######## design 1 ########
Figure 1. Metal 4 (design 1).
Supply wires on this layer in grey.
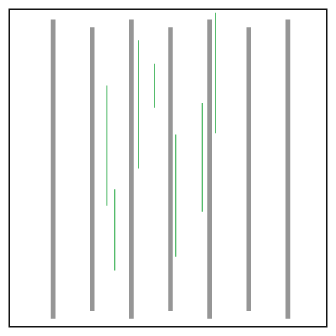

### config.mk
export PLATFORM = sky130hd
export DESIGN_NAME = gsu_fetch
export DESIGN_NICKNAME = d
export VERILOG_FILES = /design/src/rtl/gsu_fetch.sv
export SDC_FILE = /design/constraint.sdc
export NUM_CORES = 1
export LEC_CHECK = 0
export ABC_AREA = 1
export CAP_MARGIN = 30
export CORE_UTILIZATION = 50
export CTS_CLUSTER_DIAMETER = 40
export DETAILED_ROUTE_END_ITERATION = 8
export PLACE_DENSITY = 0.78
export SLEW_MARGIN = 20
export SYNTH_ARGS = -nofsm -noshare
export SYNTH_HDL_FRONTEND = slang
export SYNTH_SLANG_ARGS = --single-unit
### constraint.sdc
create_clock -name clkin -period 3.3 [get_ports clkin]
set_input_delay 0.66 -clock clkin [delete_from_list [all_inputs] [get_ports clkin]]
set_output_delay 0.66 -clock clkin [all_outputs]
set_load 0.05 [all_outputs]
### src/rtl/gsu_fetch.sv
// gsu_fetch: GSU opcode fetch stage; serves bytes from the 512-byte code cache,
// fills 16-byte lines from the bus on a window miss, or fetches directly outside the window.
module gsu_fetch #(
  parameter int LINE_BYTES = 16,
  parameter int NUM_LINES  = 32
) (
  input  logic                 clkin,
  input  logic                 RESET,
  input  logic                 fetch_req,
  input  logic [15:0]          fetch_pc,
  input  logic [7:0]           pbr,
  input  logic [15:0]          cbr,
  input  logic                 cache_clear,
  output logic                 fetch_rdy,
  output logic                 op_valid,
  output logic [7:0]           op_data,
  output logic                 mem_req,
  output logic [23:0]          mem_addr,
  input  logic                 mem_rdy,
  input  logic [7:0]           mem_data,
  output logic [8:0]           cache_addr,
  output logic                 cache_we,
  output logic [7:0]           cache_din,
  input  logic [7:0]           cache_dout,
  output logic [NUM_LINES-1:0] cache_flags
);
  localparam int LW = $clog2(LINE_BYTES);
  localparam int NW = $clog2(NUM_LINES);
  localparam int DW = LW + NW;
  typedef enum logic [2:0] {S_IDLE, S_HIT, S_FILL_REQ, S_FILL_WR, S_DIRECT} state_t;
  state_t                 r_state;
  logic [NUM_LINES-1:0]   r_flags;
  logic                   r_mem_req;
  logic [23:0]            r_mem_addr;
  logic                   r_cache_we;
  logic [DW-1:0]          r_cache_addr;
  logic [7:0]             r_cache_din;
  logic                   r_op_valid;
  logic [7:0]             r_op_data;
  logic [NW-1:0]          r_line;
  logic [LW-1:0]          r_idx;
  logic [LW-1:0]          r_k;
  logic [7:0]             r_hold;
  logic                   r_poison;
  logic [15:0]            w_off;
  logic                   w_in_win;
  assign w_off       = fetch_pc - (cbr & 16'hFFF0);
  assign w_in_win    = w_off < 16'(LINE_BYTES * NUM_LINES);
  assign fetch_rdy   = r_state == S_IDLE;
  assign op_valid    = r_op_valid;
  assign op_data     = r_op_data;
  assign mem_req     = r_mem_req;
  assign mem_addr    = r_mem_addr;
  assign cache_we    = r_cache_we;
  assign cache_din   = r_cache_din;
  assign cache_flags = r_flags;
  // A hit must present its address in the accept cycle to meet the 2-cycle latency.
  assign cache_addr  = (r_state == S_IDLE && fetch_req) ? w_off[DW-1:0] : r_cache_addr;
  always_ff @(posedge clkin) begin
    if (RESET) begin
      r_state      <= S_IDLE;
      r_flags      <= '0;
      r_mem_req    <= 1'b0;
      r_mem_addr   <= '0;
      r_cache_we   <= 1'b0;
      r_cache_addr <= '0;
      r_cache_din  <= '0;
      r_op_valid   <= 1'b0;
      r_op_data    <= '0;
      r_line       <= '0;
      r_idx        <= '0;
      r_k          <= '0;
      r_hold       <= '0;
      r_poison     <= 1'b0;
    end else begin
      r_op_valid <= 1'b0;
      r_cache_we <= 1'b0;
      if (cache_clear) r_flags <= '0;
      case (r_state)
        S_IDLE: if (fetch_req) begin
          r_line       <= w_off[DW-1:LW];
          r_idx        <= w_off[LW-1:0];
          r_k          <= '0;
          r_poison     <= cache_clear;
          r_cache_addr <= w_off[DW-1:0];
          if (!w_in_win) begin
            r_state    <= S_DIRECT;
            r_mem_req  <= 1'b1;
            r_mem_addr <= {pbr, fetch_pc};
          end else if (r_flags[w_off[DW-1:LW]]) begin
            r_state <= S_HIT;
          end else begin
            r_state    <= S_FILL_REQ;
            r_mem_req  <= 1'b1;
            r_mem_addr <= {pbr, fetch_pc[15:LW], {LW{1'b0}}};
          end
        end
        S_HIT: begin
          r_op_valid <= 1'b1;
          r_op_data  <= cache_dout;
          r_state    <= S_IDLE;
        end
        S_FILL_REQ: begin
          if (cache_clear) r_poison <= 1'b1;
          if (mem_rdy) begin
            r_mem_req    <= 1'b0;
            r_cache_we   <= 1'b1;
            r_cache_addr <= {r_line, r_k};
            r_cache_din  <= mem_data;
            if (r_k == r_idx) r_hold <= mem_data;
            r_state <= S_FILL_WR;
          end
        end
        S_FILL_WR: begin
          if (cache_clear) r_poison <= 1'b1;
          // A clear seen anywhere in the fill leaves the line invalid even though the byte is delivered.
          if (&r_k) begin
            r_op_valid <= 1'b1;
            r_op_data  <= r_hold;
            if (!r_poison && !cache_clear) r_flags[r_line] <= 1'b1;
            r_state <= S_IDLE;
          end else begin
            r_k                  <= r_k + 1'b1;
            r_mem_req            <= 1'b1;
            r_mem_addr[LW-1:0]   <= r_k + 1'b1;
            r_state              <= S_FILL_REQ;
          end
        end
        S_DIRECT: if (mem_rdy) begin
          r_mem_req  <= 1'b0;
          r_op_valid <= 1'b1;
          r_op_data  <= mem_data;
          r_state    <= S_IDLE;
        end
        default: r_state <= S_IDLE;
      endcase
    end
  end
endmodule

######## design 2 ########
$ cat src/rtl/z80_regfile_if.sv
// Z80 register file access bus: write-back, inc/dec, exchange and read ports.
// Master drives controls and selects; slave returns combinational read data.
interface z80_regfile_if;
  logic        Wr_Byte;
  logic [2:0]  Wr_Byte_Sel;
  logic        Wr_Pair;
  logic [1:0]  Wr_Pair_Sel;
  logic [15:0] Wr_Data;
  logic        F_Wr;
  logic [7:0]  F_In;
  logic        Inc;
  logic        Dec;
  logic [1:0]  Id_Sel;
  logic        Exx;
  logic        Ex_Af;
  logic        Ex_De_Hl;
  logic [2:0]  Rd_Byte_Sel;
  logic [7:0]  Rd_Byte;
  logic [1:0]  Rd_Pair_Sel;
  logic [15:0] Rd_Pair;
  logic [7:0]  A_out;
  logic [7:0]  F_out;

  modport master (
    output Wr_Byte, Wr_Byte_Sel, Wr_Pair, Wr_Pair_Sel, Wr_Data, F_Wr, F_In,
           Inc, Dec, Id_Sel, Exx, Ex_Af, Ex_De_Hl, Rd_Byte_Sel, Rd_Pair_Sel,
    input  Rd_Byte, Rd_Pair, A_out, F_out
  );

  modport slave (
    input  Wr_Byte, Wr_Byte_Sel, Wr_Pair, Wr_Pair_Sel, Wr_Data, F_Wr, F_In,
           Inc, Dec, Id_Sel, Exx, Ex_Af, Ex_De_Hl, Rd_Byte_Sel, Rd_Pair_Sel,
    output Rd_Byte, Rd_Pair, A_out, F_out
  );
endinterface

$ cat src/rtl/z80_regfile.sv
// Z80 main/alternate register file with SP; writes land 1 clk after the edge, reads combinational.
// No backpressure: every control is accepted each cycle; exchanges are bank/swap bit flips.
module z80_regfile (
  input  logic         Clk,
  input  logic         Reset_n,
  z80_regfile_if.slave rf
);
  // gp storage: index = bank*6 + {B,C,D,E,H,L}
  logic [7:0]  gp_q [12];
  logic [7:0]  gp_d [12];
  logic [7:0]  a_q  [2];
  logic [7:0]  a_d  [2];
  logic [7:0]  f_q  [2];
  logic [7:0]  f_d  [2];
  logic [15:0] sp_q, sp_d;
  logic        af_bank_q, af_bank_d;
  logic        exx_bank_q, exx_bank_d;
  logic [1:0]  swap_q, swap_d;
  logic        act_swap;
  logic [7:0]  rd_byte;
  logic [15:0] rd_pair;
  logic [15:0] id_pair;
  logic [15:0] id_new;

  // Logical byte select to physical slot; the DE/HL swap bit exchanges D<->H, E<->L.
  function automatic logic [3:0] gp_idx(input logic bank, input logic swap,
                                        input logic [2:0] sel);
    logic [2:0] s;
    s = sel;
    if (swap && (sel == 3'd2 || sel == 3'd3))
      s = sel + 3'd2;
    else if (swap && (sel == 3'd4 || sel == 3'd5))
      s = sel - 3'd2;
    return bank ? (4'd6 + {1'b0, s}) : {1'b0, s};
  endfunction

  assign act_swap = swap_q[exx_bank_q];

  always_comb begin
    rd_byte = 8'h00;
    rd_pair = sp_q;
    id_pair = sp_q;
    if (rf.Rd_Byte_Sel == 3'b111)
      rd_byte = a_q[af_bank_q];
    else if (rf.Rd_Byte_Sel != 3'b110)
      rd_byte = gp_q[gp_idx(exx_bank_q, act_swap, rf.Rd_Byte_Sel)];
    if (rf.Rd_Pair_Sel != 2'b11)
      rd_pair = {gp_q[gp_idx(exx_bank_q, act_swap, {rf.Rd_Pair_Sel, 1'b0})],
                 gp_q[gp_idx(exx_bank_q, act_swap, {rf.Rd_Pair_Sel, 1'b1})]};
    if (rf.Id_Sel != 2'b11)
      id_pair = {gp_q[gp_idx(exx_bank_q, act_swap, {rf.Id_Sel, 1'b0})],
                 gp_q[gp_idx(exx_bank_q, act_swap, {rf.Id_Sel, 1'b1})]};
  end

  assign rf.Rd_Byte = rd_byte;
  assign rf.Rd_Pair = rd_pair;
  assign rf.A_out   = a_q[af_bank_q];
  assign rf.F_out   = f_q[af_bank_q];

  always_comb begin
    gp_d       = gp_q;
    a_d        = a_q;
    f_d        = f_q;
    sp_d       = sp_q;
    id_new     = rf.Inc ? (id_pair + 16'd1) : (id_pair - 16'd1);
    af_bank_d  = af_bank_q ^ rf.Ex_Af;
    exx_bank_d = exx_bank_q ^ rf.Exx;
    swap_d     = swap_q;
    // DE/HL swap belongs to the bank active before any same-cycle EXX.
    swap_d[exx_bank_q] = swap_q[exx_bank_q] ^ rf.Ex_De_Hl;

    if (rf.Wr_Byte) begin
      if (rf.Wr_Byte_Sel == 3'b111)
        a_d[af_bank_q] = rf.Wr_Data[7:0];
      else if (rf.Wr_Byte_Sel != 3'b110)
        gp_d[gp_idx(exx_bank_q, act_swap, rf.Wr_Byte_Sel)] = rf.Wr_Data[7:0];
    end
    if (rf.F_Wr)
      f_d[af_bank_q] = rf.F_In;
    // Pair write follows the byte write so it wins on an overlapping byte.
    if (rf.Wr_Pair) begin
      if (rf.Wr_Pair_Sel == 2'b11) begin
        sp_d = rf.Wr_Data;
      end else begin
        gp_d[gp_idx(exx_bank_q, act_swap, {rf.Wr_Pair_Sel, 1'b0})] = rf.Wr_Data[15:8];
        gp_d[gp_idx(exx_bank_q, act_swap, {rf.Wr_Pair_Sel, 1'b1})] = rf.Wr_Data[7:0];
      end
    end
    if (!rf.Wr_Pair && !rf.Wr_Byte && (rf.Inc ^ rf.Dec)) begin
      if (rf.Id_Sel == 2'b11) begin
        sp_d = id_new;
      end else begin
        gp_d[gp_idx(exx_bank_q, act_swap, {rf.Id_Sel, 1'b0})] = id_new[15:8];
        gp_d[gp_idx(exx_bank_q, act_swap, {rf.Id_Sel, 1'b1})] = id_new[7:0];
      end
    end
  end

  always_ff @(posedge Clk or negedge Reset_n) begin
    if (!Reset_n) begin
      for (int i = 0; i < 12; i++) gp_q[i] <= 8'hFF;
      for (int i = 0; i < 2; i++) begin
        a_q[i] <= 8'hFF;
        f_q[i] <= 8'hFF;
      end
      sp_q       <= 16'hFFFF;
      af_bank_q  <= 1'b0;
      exx_bank_q <= 1'b0;
      swap_q     <= 2'b00;
    end else begin
      gp_q       <= gp_d;
      a_q        <= a_d;
      f_q        <= f_d;
      sp_q       <= sp_d;
      af_bank_q  <= af_bank_d;
      exx_bank_q <= exx_bank_d;
      swap_q     <= swap_d;
    end
  end
endmodule

$ cat src/flat_wrapper.sv
// flat-port wrapper written by rule: the top's interface ports become plain ports
module z80_regfile_flat 
  (Clk, Reset_n, rf_Wr_Byte, rf_Wr_Byte_Sel, rf_Wr_Pair, rf_Wr_Pair_Sel, rf_Wr_Data, rf_F_Wr, rf_F_In, rf_Inc, rf_Dec, rf_Id_Sel, rf_Exx, rf_Ex_Af, rf_Ex_De_Hl, rf_Rd_Byte_Sel, rf_Rd_Pair_Sel, rf_Rd_Byte, rf_Rd_Pair, rf_A_out, rf_F_out);
  z80_regfile_if rf_i ();
  input  logic Clk;
  input  logic Reset_n;
  input wire logic [$bits(rf_i.Wr_Byte)-1:0] rf_Wr_Byte;
  input wire logic [$bits(rf_i.Wr_Byte_Sel)-1:0] rf_Wr_Byte_Sel;
  input wire logic [$bits(rf_i.Wr_Pair)-1:0] rf_Wr_Pair;
  input wire logic [$bits(rf_i.Wr_Pair_Sel)-1:0] rf_Wr_Pair_Sel;
  input wire logic [$bits(rf_i.Wr_Data)-1:0] rf_Wr_Data;
  input wire logic [$bits(rf_i.F_Wr)-1:0] rf_F_Wr;
  input wire logic [$bits(rf_i.F_In)-1:0] rf_F_In;
  input wire logic [$bits(rf_i.Inc)-1:0] rf_Inc;
  input wire logic [$bits(rf_i.Dec)-1:0] rf_Dec;
  input wire logic [$bits(rf_i.Id_Sel)-1:0] rf_Id_Sel;
  input wire logic [$bits(rf_i.Exx)-1:0] rf_Exx;
  input wire logic [$bits(rf_i.Ex_Af)-1:0] rf_Ex_Af;
  input wire logic [$bits(rf_i.Ex_De_Hl)-1:0] rf_Ex_De_Hl;
  input wire logic [$bits(rf_i.Rd_Byte_Sel)-1:0] rf_Rd_Byte_Sel;
  input wire logic [$bits(rf_i.Rd_Pair_Sel)-1:0] rf_Rd_Pair_Sel;
  output wire logic [$bits(rf_i.Rd_Byte)-1:0] rf_Rd_Byte;
  output wire logic [$bits(rf_i.Rd_Pair)-1:0] rf_Rd_Pair;
  output wire logic [$bits(rf_i.A_out)-1:0] rf_A_out;
  output wire logic [$bits(rf_i.F_out)-1:0] rf_F_out;
  assign rf_i.Wr_Byte = rf_Wr_Byte;
  assign rf_i.Wr_Byte_Sel = rf_Wr_Byte_Sel;
  assign rf_i.Wr_Pair = rf_Wr_Pair;
  assign rf_i.Wr_Pair_Sel = rf_Wr_Pair_Sel;
  assign rf_i.Wr_Data = rf_Wr_Data;
  assign rf_i.F_Wr = rf_F_Wr;
  assign rf_i.F_In = rf_F_In;
  assign rf_i.Inc = rf_Inc;
  assign rf_i.Dec = rf_Dec;
  assign rf_i.Id_Sel = rf_Id_Sel;
  assign rf_i.Exx = rf_Exx;
  assign rf_i.Ex_Af = rf_Ex_Af;
  assign rf_i.Ex_De_Hl = rf_Ex_De_Hl;
  assign rf_i.Rd_Byte_Sel = rf_Rd_Byte_Sel;
  assign rf_i.Rd_Pair_Sel = rf_Rd_Pair_Sel;
  assign rf_Rd_Byte = rf_i.Rd_Byte;
  assign rf_Rd_Pair = rf_i.Rd_Pair;
  assign rf_A_out = rf_i.A_out;
  assign rf_F_out = rf_i.F_out;
  z80_regfile u_core (.Clk(Clk), .Reset_n(Reset_n), .rf(rf_i));
endmodule
$ cat config.mk
export PLATFORM = sky130hd
export DESIGN_NAME = z80_regfile_flat
export DESIGN_NICKNAME = d
export VERILOG_FILES = /design/src/rtl/z80_regfile_if.sv /design/src/rtl/z80_regfile.sv /design/src/flat_wrapper.sv
export SDC_FILE = /design/constraint.sdc
export NUM_CORES = 1
export LEC_CHECK = 0
export CAP_MARGIN = 20
export CELL_PAD_IN_SITES_DETAIL_PLACEMENT = 1
export CELL_PAD_IN_SITES_GLOBAL_PLACEMENT = 1
export CORE_MARGIN = 1.5
export CORE_UTILIZATION = 25
export DETAILED_ROUTE_END_ITERATION = 8
export PLACE_DENSITY_LB_ADDON = 0.12
export SYNTH_ARGS = -nofsm -noshare
export SYNTH_HDL_FRONTEND = slang
export SYNTH_SLANG_ARGS = --single-unit
$ cat constraint.sdc
create_clock -name Clk -period 4.8 [get_ports Clk]
set_input_delay 1.44 -clock Clk [delete_from_list [all_inputs] [get_ports Clk]]
set_output_delay 1.44 -clock Clk [all_outputs]
set_load 0.1 [all_outputs]
######## design 3 ########
===== src/rtl/secded_pkg.sv =====
`default_nettype none
// ============================================================================
// Module   : secded_pkg
// Brief    : Shared types and elaboration-time helpers for the SECDED decoder.
// Revision : 1.0
// ============================================================================
package secded_pkg;

    typedef enum logic [1:0] {
        CLEAN = 2'd0,
        SGL   = 2'd1,
        DBL   = 2'd2
    } err_class_e;

    function automatic bit is_pow2(input int v);
        return (v > 0) && ((v & (v - 1)) == 0);
    endfunction

    function automatic int calc_k(input int m);
        return (1 << m) - m - 1;
    endfunction

    // Data bits fill the non-power-of-two positions above 0, in ascending order.
    function automatic int data_pos(input int m, input int k);
        int cnt;
        int pos;
        cnt = 0;
        pos = 0;
        for (int i = 1; i < (1 << m); i++) begin
            if (!is_pow2(i)) begin
                if (cnt == k) begin
                    pos = i;
                end
                cnt++;
            end
        end
        return pos;
    endfunction

endpackage
`default_nettype wire


===== src/rtl/secded_syndrome.sv =====
`default_nettype none
// ============================================================================
// Module   : secded_syndrome
// Brief    : Combinational Hamming syndrome and overall parity of an N-bit word.
// Revision : 1.0
// ============================================================================
module secded_syndrome #(
    parameter int M = 3,
    localparam int N = 1 << M
) (
    input  logic [N-1:0] i_code,
    output logic [M-1:0] o_syn,
    output logic         o_par
);

    always_comb begin
        o_syn = '0;
        o_par = 1'b0;
        for (int i = 0; i < N; i++) begin
            if (i_code[i]) begin
                o_syn = o_syn ^ M'(i);
            end
            o_par = o_par ^ i_code[i];
        end
    end

endmodule
`default_nettype wire


===== src/rtl/secded_stream_decoder.sv =====
`default_nettype none
// ============================================================================
// Module   : secded_stream_decoder
// Brief    : Two-stage valid/ready SECDED decoder with saturating error counters.
//            Define SECDED_ERR_POS_EN to report the corrected bit position.
// Revision : 1.0
// ============================================================================
module secded_stream_decoder
    import secded_pkg::*;
#(
    parameter int M     = 3,
    parameter int CNT_W = 16,
    localparam int N    = 1 << M,
    localparam int K    = calc_k(M)
) (
    input  logic             clk,
    input  logic             rst,
    input  logic             in_valid,
    output logic             in_ready,
    input  logic [N-1:0]     in_code,
    output logic             out_valid,
    input  logic             out_ready,
    output logic [N-1:0]     out_code,
    output logic [K-1:0]     out_data,
    output logic             out_err,
    output logic             out_dbl,
    output logic [M-1:0]     out_pos,
    input  logic             cnt_clr,
    output logic [CNT_W-1:0] sgl_cnt,
    output logic [CNT_W-1:0] dbl_cnt
);

    localparam logic [CNT_W-1:0] CNT_MAX = '1;

    logic             w_adv1;
    logic             w_adv2;
    logic [M-1:0]     w_syn;
    logic             w_par;
    err_class_e       w_cls;
    logic [N-1:0]     w_corr;
    logic             w_xfer;

    logic             r_s1_valid;
    logic [N-1:0]     r_s1_code;
    logic [M-1:0]     r_s1_syn;
    logic             r_s1_par;

    logic             r_s2_valid;
    logic [N-1:0]     r_s2_code;
    logic             r_s2_err;
    logic             r_s2_dbl;

    logic [CNT_W-1:0] r_sgl_cnt;
    logic [CNT_W-1:0] r_dbl_cnt;

    // A stage may load when it is empty or its contents move on this cycle.
    assign w_adv2   = !r_s2_valid || out_ready;
    assign w_adv1   = !r_s1_valid || w_adv2;
    assign in_ready = w_adv1;
    assign w_xfer   = r_s2_valid && out_ready;

    secded_syndrome #(
        .M (M)
    ) u_syndrome (
        .i_code (in_code),
        .o_syn  (w_syn),
        .o_par  (w_par)
    );

    always_ff @(posedge clk or posedge rst) begin
        if (rst) begin
            r_s1_valid <= 1'b0;
            r_s1_code  <= '0;
            r_s1_syn   <= '0;
            r_s1_par   <= 1'b0;
        end else if (w_adv1) begin
            r_s1_valid <= in_valid;
            if (in_valid) begin
                r_s1_code <= in_code;
                r_s1_syn  <= w_syn;
                r_s1_par  <= w_par;
            end
        end
    end

    always_comb begin
        w_cls = CLEAN;
        if (r_s1_par) begin
            w_cls = SGL;
        end else if (r_s1_syn != '0) begin
            w_cls = DBL;
        end
        w_corr = r_s1_code;
        if (w_cls == SGL) begin
            w_corr = r_s1_code ^ (N'(1) << r_s1_syn);
        end
    end

    always_ff @(posedge clk or posedge rst) begin
        if (rst) begin
            r_s2_valid <= 1'b0;
            r_s2_code  <= '0;
            r_s2_err   <= 1'b0;
            r_s2_dbl   <= 1'b0;
        end else if (w_adv2) begin
            r_s2_valid <= r_s1_valid;
            if (r_s1_valid) begin
                r_s2_code <= w_corr;
                r_s2_err  <= (w_cls != CLEAN);
                r_s2_dbl  <= (w_cls == DBL);
            end
        end
    end

`ifdef SECDED_ERR_POS_EN
    logic [M-1:0] r_s2_pos;

    always_ff @(posedge clk or posedge rst) begin
        if (rst) begin
            r_s2_pos <= '0;
        end else if (w_adv2 && r_s1_valid) begin
            r_s2_pos <= (w_cls == SGL) ? r_s1_syn : '0;
        end
    end

    assign out_pos = r_s2_pos;
`else
    assign out_pos = '0;
`endif

    // A clear wins over an increment landing in the same cycle.
    always_ff @(posedge clk or posedge rst) begin
        if (rst) begin
            r_sgl_cnt <= '0;
            r_dbl_cnt <= '0;
        end else if (cnt_clr) begin
            r_sgl_cnt <= '0;
            r_dbl_cnt <= '0;
        end else if (w_xfer && r_s2_err) begin
            if (r_s2_dbl) begin
                if (r_dbl_cnt != CNT_MAX) begin
                    r_dbl_cnt <= r_dbl_cnt + 1'b1;
                end
            end else if (r_sgl_cnt != CNT_MAX) begin
                r_sgl_cnt <= r_sgl_cnt + 1'b1;
            end
        end
    end

    for (genvar k = 0; k < K; k++) begin : g_data
        assign out_data[k] = r_s2_code[data_pos(M, k)];
    end

    assign out_valid = r_s2_valid;
    assign out_code  = r_s2_code;
    assign out_err   = r_s2_err;
    assign out_dbl   = r_s2_dbl;
    assign sgl_cnt   = r_sgl_cnt;
    assign dbl_cnt   = r_dbl_cnt;

endmodule
`default_nettype wire


===== config.mk =====
export PLATFORM = sky130hd
export DESIGN_NAME = secded_stream_decoder
export DESIGN_NICKNAME = d
export VERILOG_FILES = /design/src/rtl/secded_pkg.sv /design/src/rtl/secded_syndrome.sv /design/src/rtl/secded_stream_decoder.sv
export SDC_FILE = /design/constraint.sdc
export NUM_CORES = 1
export LEC_CHECK = 0
export ABC_AREA = 1
export CORE_ASPECT_RATIO = 1.5
export CORE_MARGIN = 10
export CORE_UTILIZATION = 53
export CTS_CLUSTER_DIAMETER = 150
export DETAILED_ROUTE_END_ITERATION = 16
export PLACE_DENSITY_LB_ADDON = 0.1
export RECOVER_POWER = 100
export SETUP_SLACK_MARGIN = 0.5
export SLEW_MARGIN = 25
export SYNTH_ARGS = -nofsm -noshare
export SYNTH_HDL_FRONTEND = slang
export SYNTH_SLANG_ARGS = --single-unit
export TNS_END_PERCENT = 1

===== constraint.sdc =====
create_clock -name clk -period 2.7 [get_ports clk]
set_clock_uncertainty 0.2 [all_clocks]
set_input_delay 0.54 -clock clk [delete_from_list [all_inputs] [get_ports clk]]
set_output_delay 0.54 -clock clk [all_outputs]
set_load 0.05 [all_outputs]

######## design 4 ########
File: src/rtl/imem_arbiter.sv
// ---------------------------------------------------------------------------
// imem_arbiter
//
// Shares one single-port synchronous instruction BRAM between the CPU fetch
// stage (reads) and the UART bootloader (writes). The grant is decided every
// cycle. Fetch normally wins, but a loader that has been refused STARVE_MAX
// cycles in a row is granted the next cycle, so loading always progresses.
//
// Parameters:
//   ADDR_W     word address width (byte address [31:2])
//   DATA_W     instruction word width
//   STARVE_MAX refused loader cycles before a forced load grant (1..15)
//
// Ports:
//   clk, rst_n   clock (rising edge) and asynchronous active-low reset
//   fetch_en     CPU fetch request
//   fetch_addr   CPU fetch word address
//   fetch_inst   fetched instruction, meaningful while fetch_valid=1
//   fetch_valid  registered; data for the fetch granted last cycle
//   fetch_stall  combinational; fetch refused this cycle, hold fetch_addr
//   ld_valid     loader write request
//   ld_addr      loader word address
//   ld_data      loader write data
//   ld_ready     combinational; write accepted this cycle
//   mem_addr     BRAM address
//   mem_we       BRAM write enable
//   mem_wdata    BRAM write data
//   mem_rdata    BRAM read data, one cycle after the read address
//   ld_count     (IMEM_WR_COUNT_EN only) saturating count of accepted writes
//
// Optional feature macro: IMEM_WR_COUNT_EN adds the ld_count output.
// ---------------------------------------------------------------------------
module imem_arbiter #(
  parameter int ADDR_W     = 30,
  parameter int DATA_W     = 32,
  parameter int STARVE_MAX = 4
) (
  input  logic              clk,
  input  logic              rst_n,
  input  logic              fetch_en,
  input  logic [ADDR_W-1:0] fetch_addr,
  output logic [DATA_W-1:0] fetch_inst,
  output logic              fetch_valid,
  output logic              fetch_stall,
  input  logic              ld_valid,
  input  logic [ADDR_W-1:0] ld_addr,
  input  logic [DATA_W-1:0] ld_data,
  output logic              ld_ready,
  output logic [ADDR_W-1:0] mem_addr,
  output logic              mem_we,
  output logic [DATA_W-1:0] mem_wdata,
  input  logic [DATA_W-1:0] mem_rdata
`ifdef IMEM_WR_COUNT_EN
  ,
  output logic [15:0]       ld_count
`endif
);

  localparam logic [1:0] ST_IDLE  = 2'd0;
  localparam logic [1:0] ST_FETCH = 2'd1;
  localparam logic [1:0] ST_LOAD  = 2'd2;

  localparam logic [3:0] STARVE_LIM = 4'(STARVE_MAX);

  logic [1:0]        grant_s;
  logic [1:0]        state_r;
  logic [3:0]        starve_cnt_r;
  logic              fetch_valid_r;
  logic [DATA_W-1:0] inst_hold_r;
  logic [ADDR_W-1:0] addr_hold_r;
  logic [DATA_W-1:0] wdata_hold_r;

  // Grant for the current cycle. While reset is asserted nothing is granted,
  // so the combinational outputs show their reset values at once.
  always_comb begin
    grant_s = ST_IDLE;
    if (!rst_n) begin
      grant_s = ST_IDLE;
    end else if (ld_valid && (!fetch_en || (starve_cnt_r == STARVE_LIM))) begin
      grant_s = ST_LOAD;
    end else if (fetch_en) begin
      grant_s = ST_FETCH;
    end else begin
      grant_s = ST_IDLE;
    end
  end

  // BRAM port and handshake drive. An idle cycle re-presents the previous
  // address and write data so the BRAM inputs do not toggle needlessly.
  always_comb begin
    mem_addr    = addr_hold_r;
    mem_we      = 1'b0;
    mem_wdata   = wdata_hold_r;
    ld_ready    = 1'b0;
    fetch_stall = 1'b0;
    case (grant_s)
      ST_FETCH: begin
        mem_addr = fetch_addr;
      end
      ST_LOAD: begin
        mem_addr    = ld_addr;
        mem_we      = 1'b1;
        mem_wdata   = ld_data;
        ld_ready    = 1'b1;
        fetch_stall = fetch_en;
      end
      default: begin
        mem_addr = addr_hold_r;
      end
    endcase
  end

  // Grant history, fetch response flag, starvation counter and held BRAM
  // inputs.
  always_ff @(posedge clk or negedge rst_n) begin
    if (!rst_n) begin
      state_r       <= ST_IDLE;
      fetch_valid_r <= 1'b0;
      starve_cnt_r  <= 4'd0;
      addr_hold_r   <= '0;
      wdata_hold_r  <= '0;
    end else begin
      state_r       <= grant_s;
      fetch_valid_r <= (grant_s == ST_FETCH);
      addr_hold_r   <= mem_addr;
      wdata_hold_r  <= mem_wdata;
      if ((grant_s == ST_LOAD) || !ld_valid) begin
        starve_cnt_r <= 4'd0;
      end else if (starve_cnt_r != STARVE_LIM) begin
        starve_cnt_r <= starve_cnt_r + 4'd1;
      end else begin
        starve_cnt_r <= starve_cnt_r;
      end
    end
  end

  // Instruction hold register: captures the BRAM word in the cycle after a
  // fetch grant so fetch_inst keeps it until the next fetch returns.
  always_ff @(posedge clk or negedge rst_n) begin
    if (!rst_n) begin
      inst_hold_r <= '0;
    end else if (state_r == ST_FETCH) begin
      inst_hold_r <= mem_rdata;
    end else begin
      inst_hold_r <= inst_hold_r;
    end
  end

  // In the response cycle the BRAM output register already holds the word,
  // so it is forwarded directly; afterwards the captured copy is shown.
  always_comb begin
    fetch_valid = fetch_valid_r;
    if (state_r == ST_FETCH) begin
      fetch_inst = mem_rdata;
    end else begin
      fetch_inst = inst_hold_r;
    end
  end

`ifdef IMEM_WR_COUNT_EN
  logic [15:0] ld_count_r;

  // Saturating count of accepted loader writes.
  always_ff @(posedge clk or negedge rst_n) begin
    if (!rst_n) begin
      ld_count_r <= 16'd0;
    end else if (ld_valid && ld_ready && (ld_count_r != 16'hFFFF)) begin
      ld_count_r <= ld_count_r + 16'd1;
    end else begin
      ld_count_r <= ld_count_r;
    end
  end

  assign ld_count = ld_count_r;
`endif

endmodule

File: config.mk
export PLATFORM = sky130hd
export DESIGN_NAME = imem_arbiter
export DESIGN_NICKNAME = d
export VERILOG_FILES = /design/src/rtl/imem_arbiter.sv
export SDC_FILE = /design/constraint.sdc
export NUM_CORES = 1
export LEC_CHECK = 0
export CAP_MARGIN = 20
export CORE_ASPECT_RATIO = 1.1
export CORE_MARGIN = 8
export CORE_UTILIZATION = 39
export DETAILED_ROUTE_END_ITERATION = 8
export HOLD_SLACK_MARGIN = 0.02
export PLACE_DENSITY_LB_ADDON = 0.1
export SLEW_MARGIN = 20
export SYNTH_ARGS = -nofsm -noshare
export SYNTH_HDL_FRONTEND = slang
export SYNTH_SLANG_ARGS = --single-unit
File: constraint.sdc
create_clock -name clk -period 2.89 [get_ports clk]
set_input_delay 0.4335 -clock clk [delete_from_list [all_inputs] [get_ports clk]]
set_output_delay 0.4335 -clock clk [all_outputs]
set_load 0.03 [all_outputs]
Figure 2. Metal 2 (design 1).
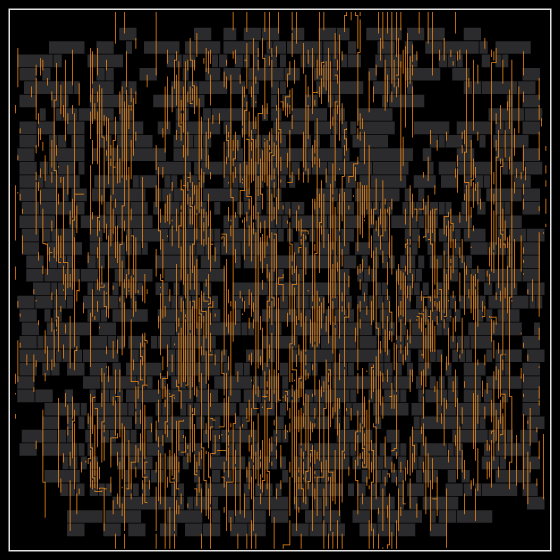
The longest straight run is 48.1 um. The layer holds 45% of the routed length.

Figure 3. Track usage over the die (design 1).
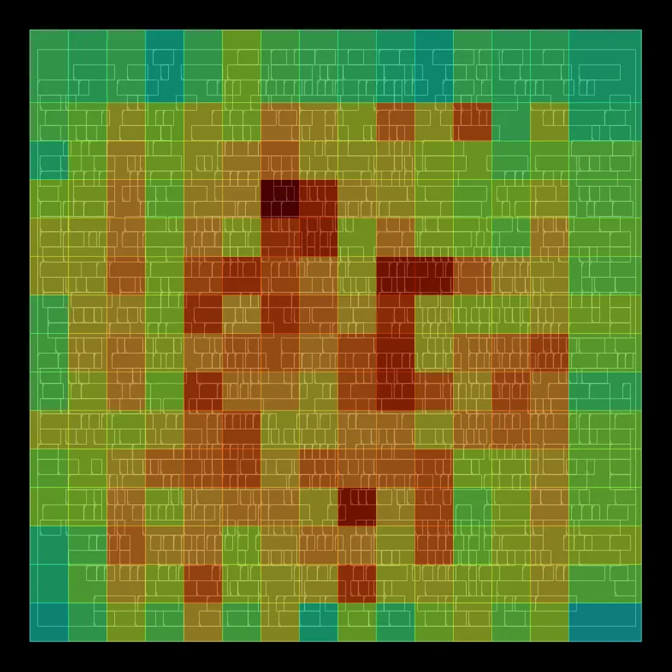
met1 Track Usage GR: 0.359
Finished Core Util: 0.695
met2 usage: 0.447
gr usage total: 0.273
Avg WL per Cell: 13.9 um

## Picture notes: Figure 1
The longest straight run is 44.2 um. The wires run mostly vertical.

==> flow_summary.toml, design 1 <==
# generated from flow reports
[status]
outcome = "completed"

[cells_and_area]
largest_register_ffs = 32
non_clock_inverter_count = 110
lay_top_cells = "nand2_1 (248), clkdlybuf4s50_1 (130), dfxtp_1 (109), inv_1 (105), a21oi_1 (93)"
clock_area_frac = 0.0397
comb_cells = 608
fin_nets = 1076
largest_class = "multi-input combinational cells"
stdcell_area_mm2 = 0.00769
buffer_area_frac = 0.206

[clock_network]
cts_buffers = 9
cts_max_level = 3
cts_resized = 5
ctsHoldBuffers = 0
cts_sinks = 109

[min_path]
holdPathStages = 2
min_path_type = "flip-flop to flip-flop"
hold-path-endpoint = "mem_addr[8]"

[logic_synthesis]
synth_cell_types = 37
ys_sh_aoi = 0.143
synth-adder-area-share = 0.0294
ys.flop_type = "dfxtp_1"
top_cells_by_count = "nand2_1 (248), dfxtp_1 (109), inv_1 (105)"
ys_seq_frac = 0.377
yosysChipArea_mm2 = 0.00579

[floorplanning]
die_h_um = 110
die_w_um = 110

[setup_path]
rr_startpoint = "r_state[1]"
endpoint_kind = "primary output"
slowest_stage = "clkdlybuf4s50_1"

[job]
warning_count = 30
drv_cap = 0

[route]
vias_per_cell = 5.21
firstDrtPassIters = 5
m1WireLength_um = 7330
dr_wl_met3_um = 1200

[timing]
fin_ws_ns = 0.120
fin_crit_ns = 3.18

[placement]
port_buffers = 141
post-place-ws_ns = -0.223
Figure 4. Track usage over the die (design 3).
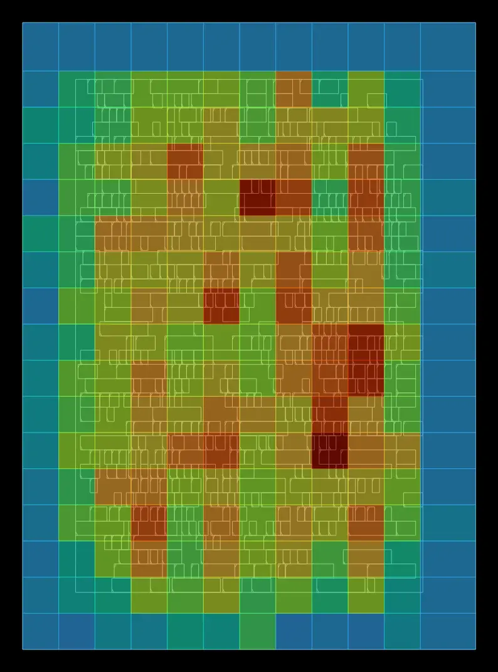
gr usage total: 0.168
met1 Track Usage GR: 0.190
Avg WL per Cell: 13.1 um
gr busiest metal: met2

Figure 5. Met3 routing (design 3).
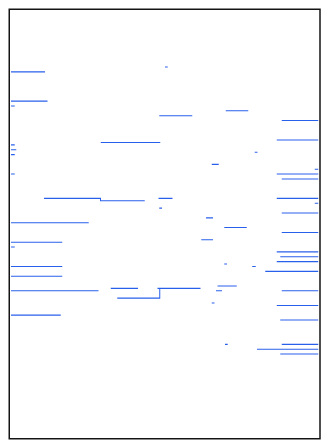
43 nets have wire on it. The longest straight run is 24.1 um. The layer holds 5.2% of the routed length. The wires run mostly horizontal.

==> flow_summary.toml, design 3 <==
# generated from flow reports
[setup_path]
cp-start-kind = "flip-flop"
startpoint = "sgl_cnt[0]"
reg2reg_to = "sgl_cnt[8]"
slowest_stage = "dlygate4sd3_1"
cp_top_family = "buffers and inverters"
crit_required_ns = 1.96

[floorplanning]
fp_util = 0.541
core-area_mm2 = 0.00649

[logic_synthesis]
ys.flops = 56
synthCells = 499
synth_cell_types = 28
top_cells_by_count = "nand2_1 (166), inv_1 (66), dfrtp_1 (56)"
yosysMostFrequentCell = "nand2_1"
logic_family = "simple AND/OR/NAND/NOR gates"

[clock_network]
post_cts.repair.setup_buffers = 0
cts_buffers = 5
clk_pin_slew_worst_paths_ns = 0.10

[cells_and_area]
comb_cells = 359
buffer_area_frac = 0.151
comb_share = 0.404
lay_top_count = "nand2_1"
regArea_mm2 = 0.00140
n_antenna_cell = 0
mi_logic_area_mm2 = 0.00167
clock_area_frac = 0.0206

[route]
top_layer_used = "met4"

[job]
warning_count = 28

[min_path]
min_path_type = "flip-flop to flip-flop"

[placement]
dpl.cell_count = 625

[global_routing]
first_global_vias = 3137

[timing]
fin_crit_ns = 2.48
worst_pin_slew_ns = 0.827
rsz0062_at_grt = "yes"

[status]
outcome = "completed"
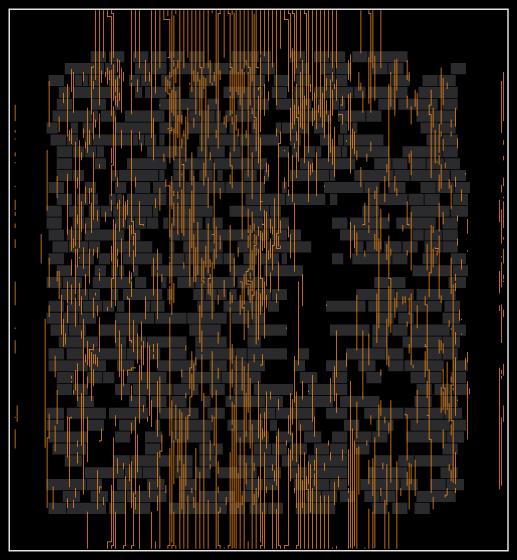
Figure 6: design 4, metal 2.
605 nets have wire on it. The wires run mostly vertical. The layer holds 50% of the routed length. The longest straight run is 44.0 um.

==> flow_summary.toml, design 4 <==
# generated from flow reports
[clock_network]
cts_sinks = 101
cts_resized = 87
cts_buffers = 9
post_cts.repair.setup_buffers = 0
insertion_delay_ns = 0.33
ctsHoldBuffers = 1
cts-root-buf = "clkbuf_16"
clk_pin_slew_worst_paths_ns = 0.06

[logic_synthesis]
synth_area_per_cell_um2 = 13.3
ys_seq_frac = 0.616
ys.flops = 101
yosysChipArea_mm2 = 0.00410
synth.cellmix.simpleShare = 0.0509
xor_area_frac = 0.00213
synth-adder-area-share = 0.0122

[placement]
post-place-ws_ns = -0.150
place_hpwl_um = 9360
dpl.cell_count = 670

[cells_and_area]
top_regs = "inst_hold_r (32), wdata_hold_r (32), addr_hold_r (30)"
fillers = 808
drive_above_1_share = 0.328
buffer_area_frac = 0.351
lay_top_count = "clkdlybuf4s50_1"
largest_class = "sequential cells"
flop-count = 101
comb_cells = 181
lay_top_cells = "clkdlybuf4s50_1 (159), dfrtp_1 (101), mux2_2 (62), buf_4 (51), nand2_1 (32)"
syn2layout_area_growth_pct = 69.1
seq_share = 0.364

[setup_path]
reg2reg_slack_ns = 0.80
path_depth = 8
cp_num_buf_inv = 3
slowest_stage = "dfrtp_1"
cp.arrival_ns = 2.37

[timing]
worst_pin_slew_ns = 0.665
max_freq_mhz = 357
maxSlewHeadroom = 0.557

[min_path]
min_path_type = "input port to asynchronous set/reset pin"

[floorplanning]
die_w_um = 114
die_h_um = 124
fp_util = 0.398
core-area_mm2 = 0.0103

[route]
vias_per_cell = 4.78
wl_per_cell_um = 17.6
drtAntennaViolNets = 0
top_layer_used = "met4"
m1WireLength_um = 4620

[status]
outcome = "completed"

[global_routing]
use_met3 = 0.0776
Figure 7. Met1 routing (design 2).
The bar under the picture is 50 um long. Supply wires on this layer in grey.
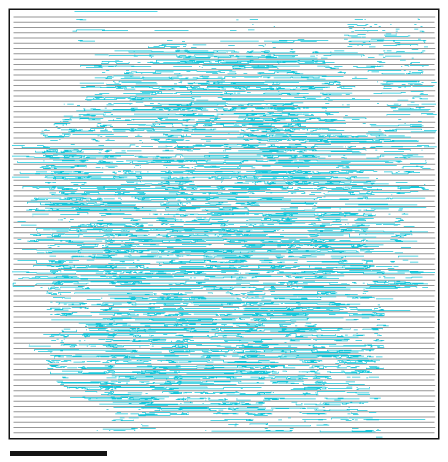
The wires run mostly horizontal. The longest straight run is 87.4 um. The layer holds 48% of the routed length. The layer carries 27.1 mm of wire.

Figure 8. Met3 routing (design 2).
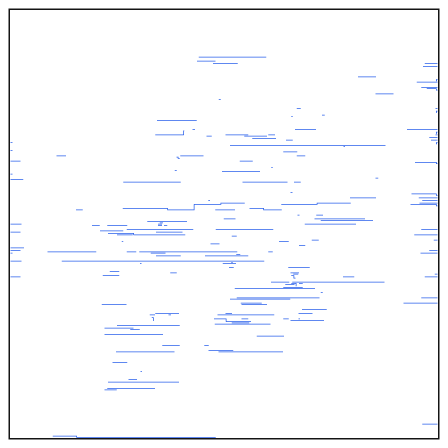
The layer carries 2050 um of wire. The wires run mostly horizontal.

==> flow_summary.toml, design 2 <==
# generated from flow reports
[cells_and_area]
stdcell_area_mm2 = 0.0169
comb_cells = 985
fillers = 5240
comb_share = 0.486
flop-count = 148
n_antenna_cell = 1
lay_top_cells = "buf_4 (231), nand2_1 (194), dfstp_2 (144), mux2i_1 (111), mux2_2 (76)"
non_clock_inverter_count = 27
n_clock_buffer = 19
mi_logic_area_mm2 = 0.00819
fin_nets = 1584
buffer_area_frac = 0.196
clock_area_frac = 0.0364

[timing]
finalSetupTns_ns = -1.27
fin_crit_ns = 4.97
fin_ws_ns = -0.172
worst_pin_slew_ns = 0.980
setup_viol = 18
fin_crit_sh = 1.04
timing.hold.ws_ns = 0.570
rsz0062_at_grt = "yes"

[route]
vias = 11500
drtAntennaViolNets = 0
drc = 0
m1WireLength_um = 27100
firstDrtPassIters = 5
wl_um = 57100

[logic_synthesis]
logic_family = "multiplexers"
muxShareOfSynthArea = 0.276
xor_area_frac = 0.0117
edf_count = 0
ys_cells = 1255
ys_sh_aoi = 0.191
yosysWarnings = 0

[min_path]
hold-path-endpoint = "u_core.sp_q[0]"
holdPathStages = 2

[global_routing]
grt_overflow_total = 0
antenna_found_initial = 0
grt_most_used_layer = "met2"
grt_pass1_wl_um = 84200

[setup_path]
cp_cell_sequence = "buf_6 -> inv_4 -> ha_4 -> nand2_2 -> o21ai_2 -> inv_2 -> buf_12 -> mux4_2 -> a221oi_4 -> buf_4 -> a21oi_4 -> buf_12"
worst_path_most_repeated_cell = "buf_12"
rr_startpoint = "u_core.swap_q[1]"
endpoint_kind = "primary output"
crit_required_ns = 3.36
path_depth = 12

[floorplanning]
fp_util = 0.255
n_tap_cell = 607

[status]
outcome = "complete, but fails checks"
failed_checks = "negative setup slack"

[job]
drv_cap = 0

[clock_network]
clk_path_buf_depth = 2
cts_max_level = 4
ctsHoldBuffers = 0
cts_resized = 72
insertion_delay_ns = 0.46

[placement]
dpl_cell_area_mm2 = 0.0156
port_buffers = 85


==> notes/layouts.md <==
Pictures saved along the way, in no particular order.

Met1 routing.
The bar under the picture is 20 um long. Supply wires on this layer in grey.
Plate I
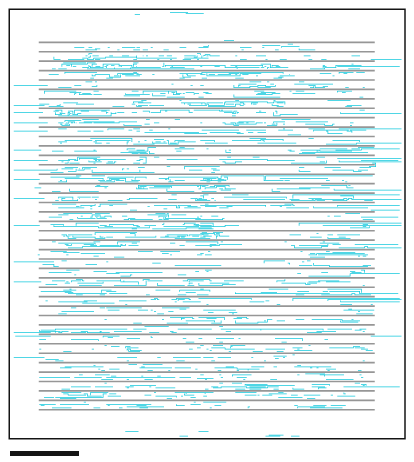
Plate II
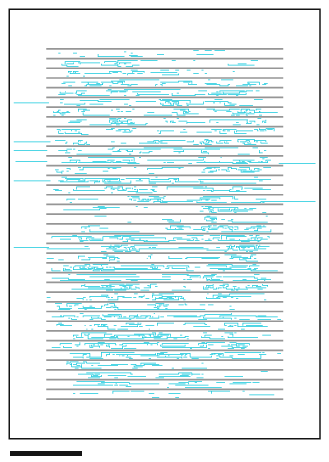
Plate III
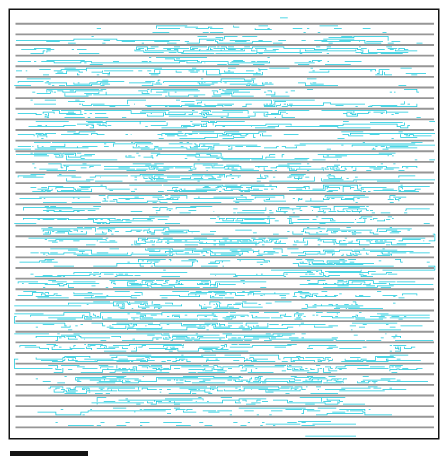
Of these, smallest die: Plate II
Of these, largest die: Plate I
Plate III comes from design 1.
Plate II comes from design 3.
Plate I comes from design 4.

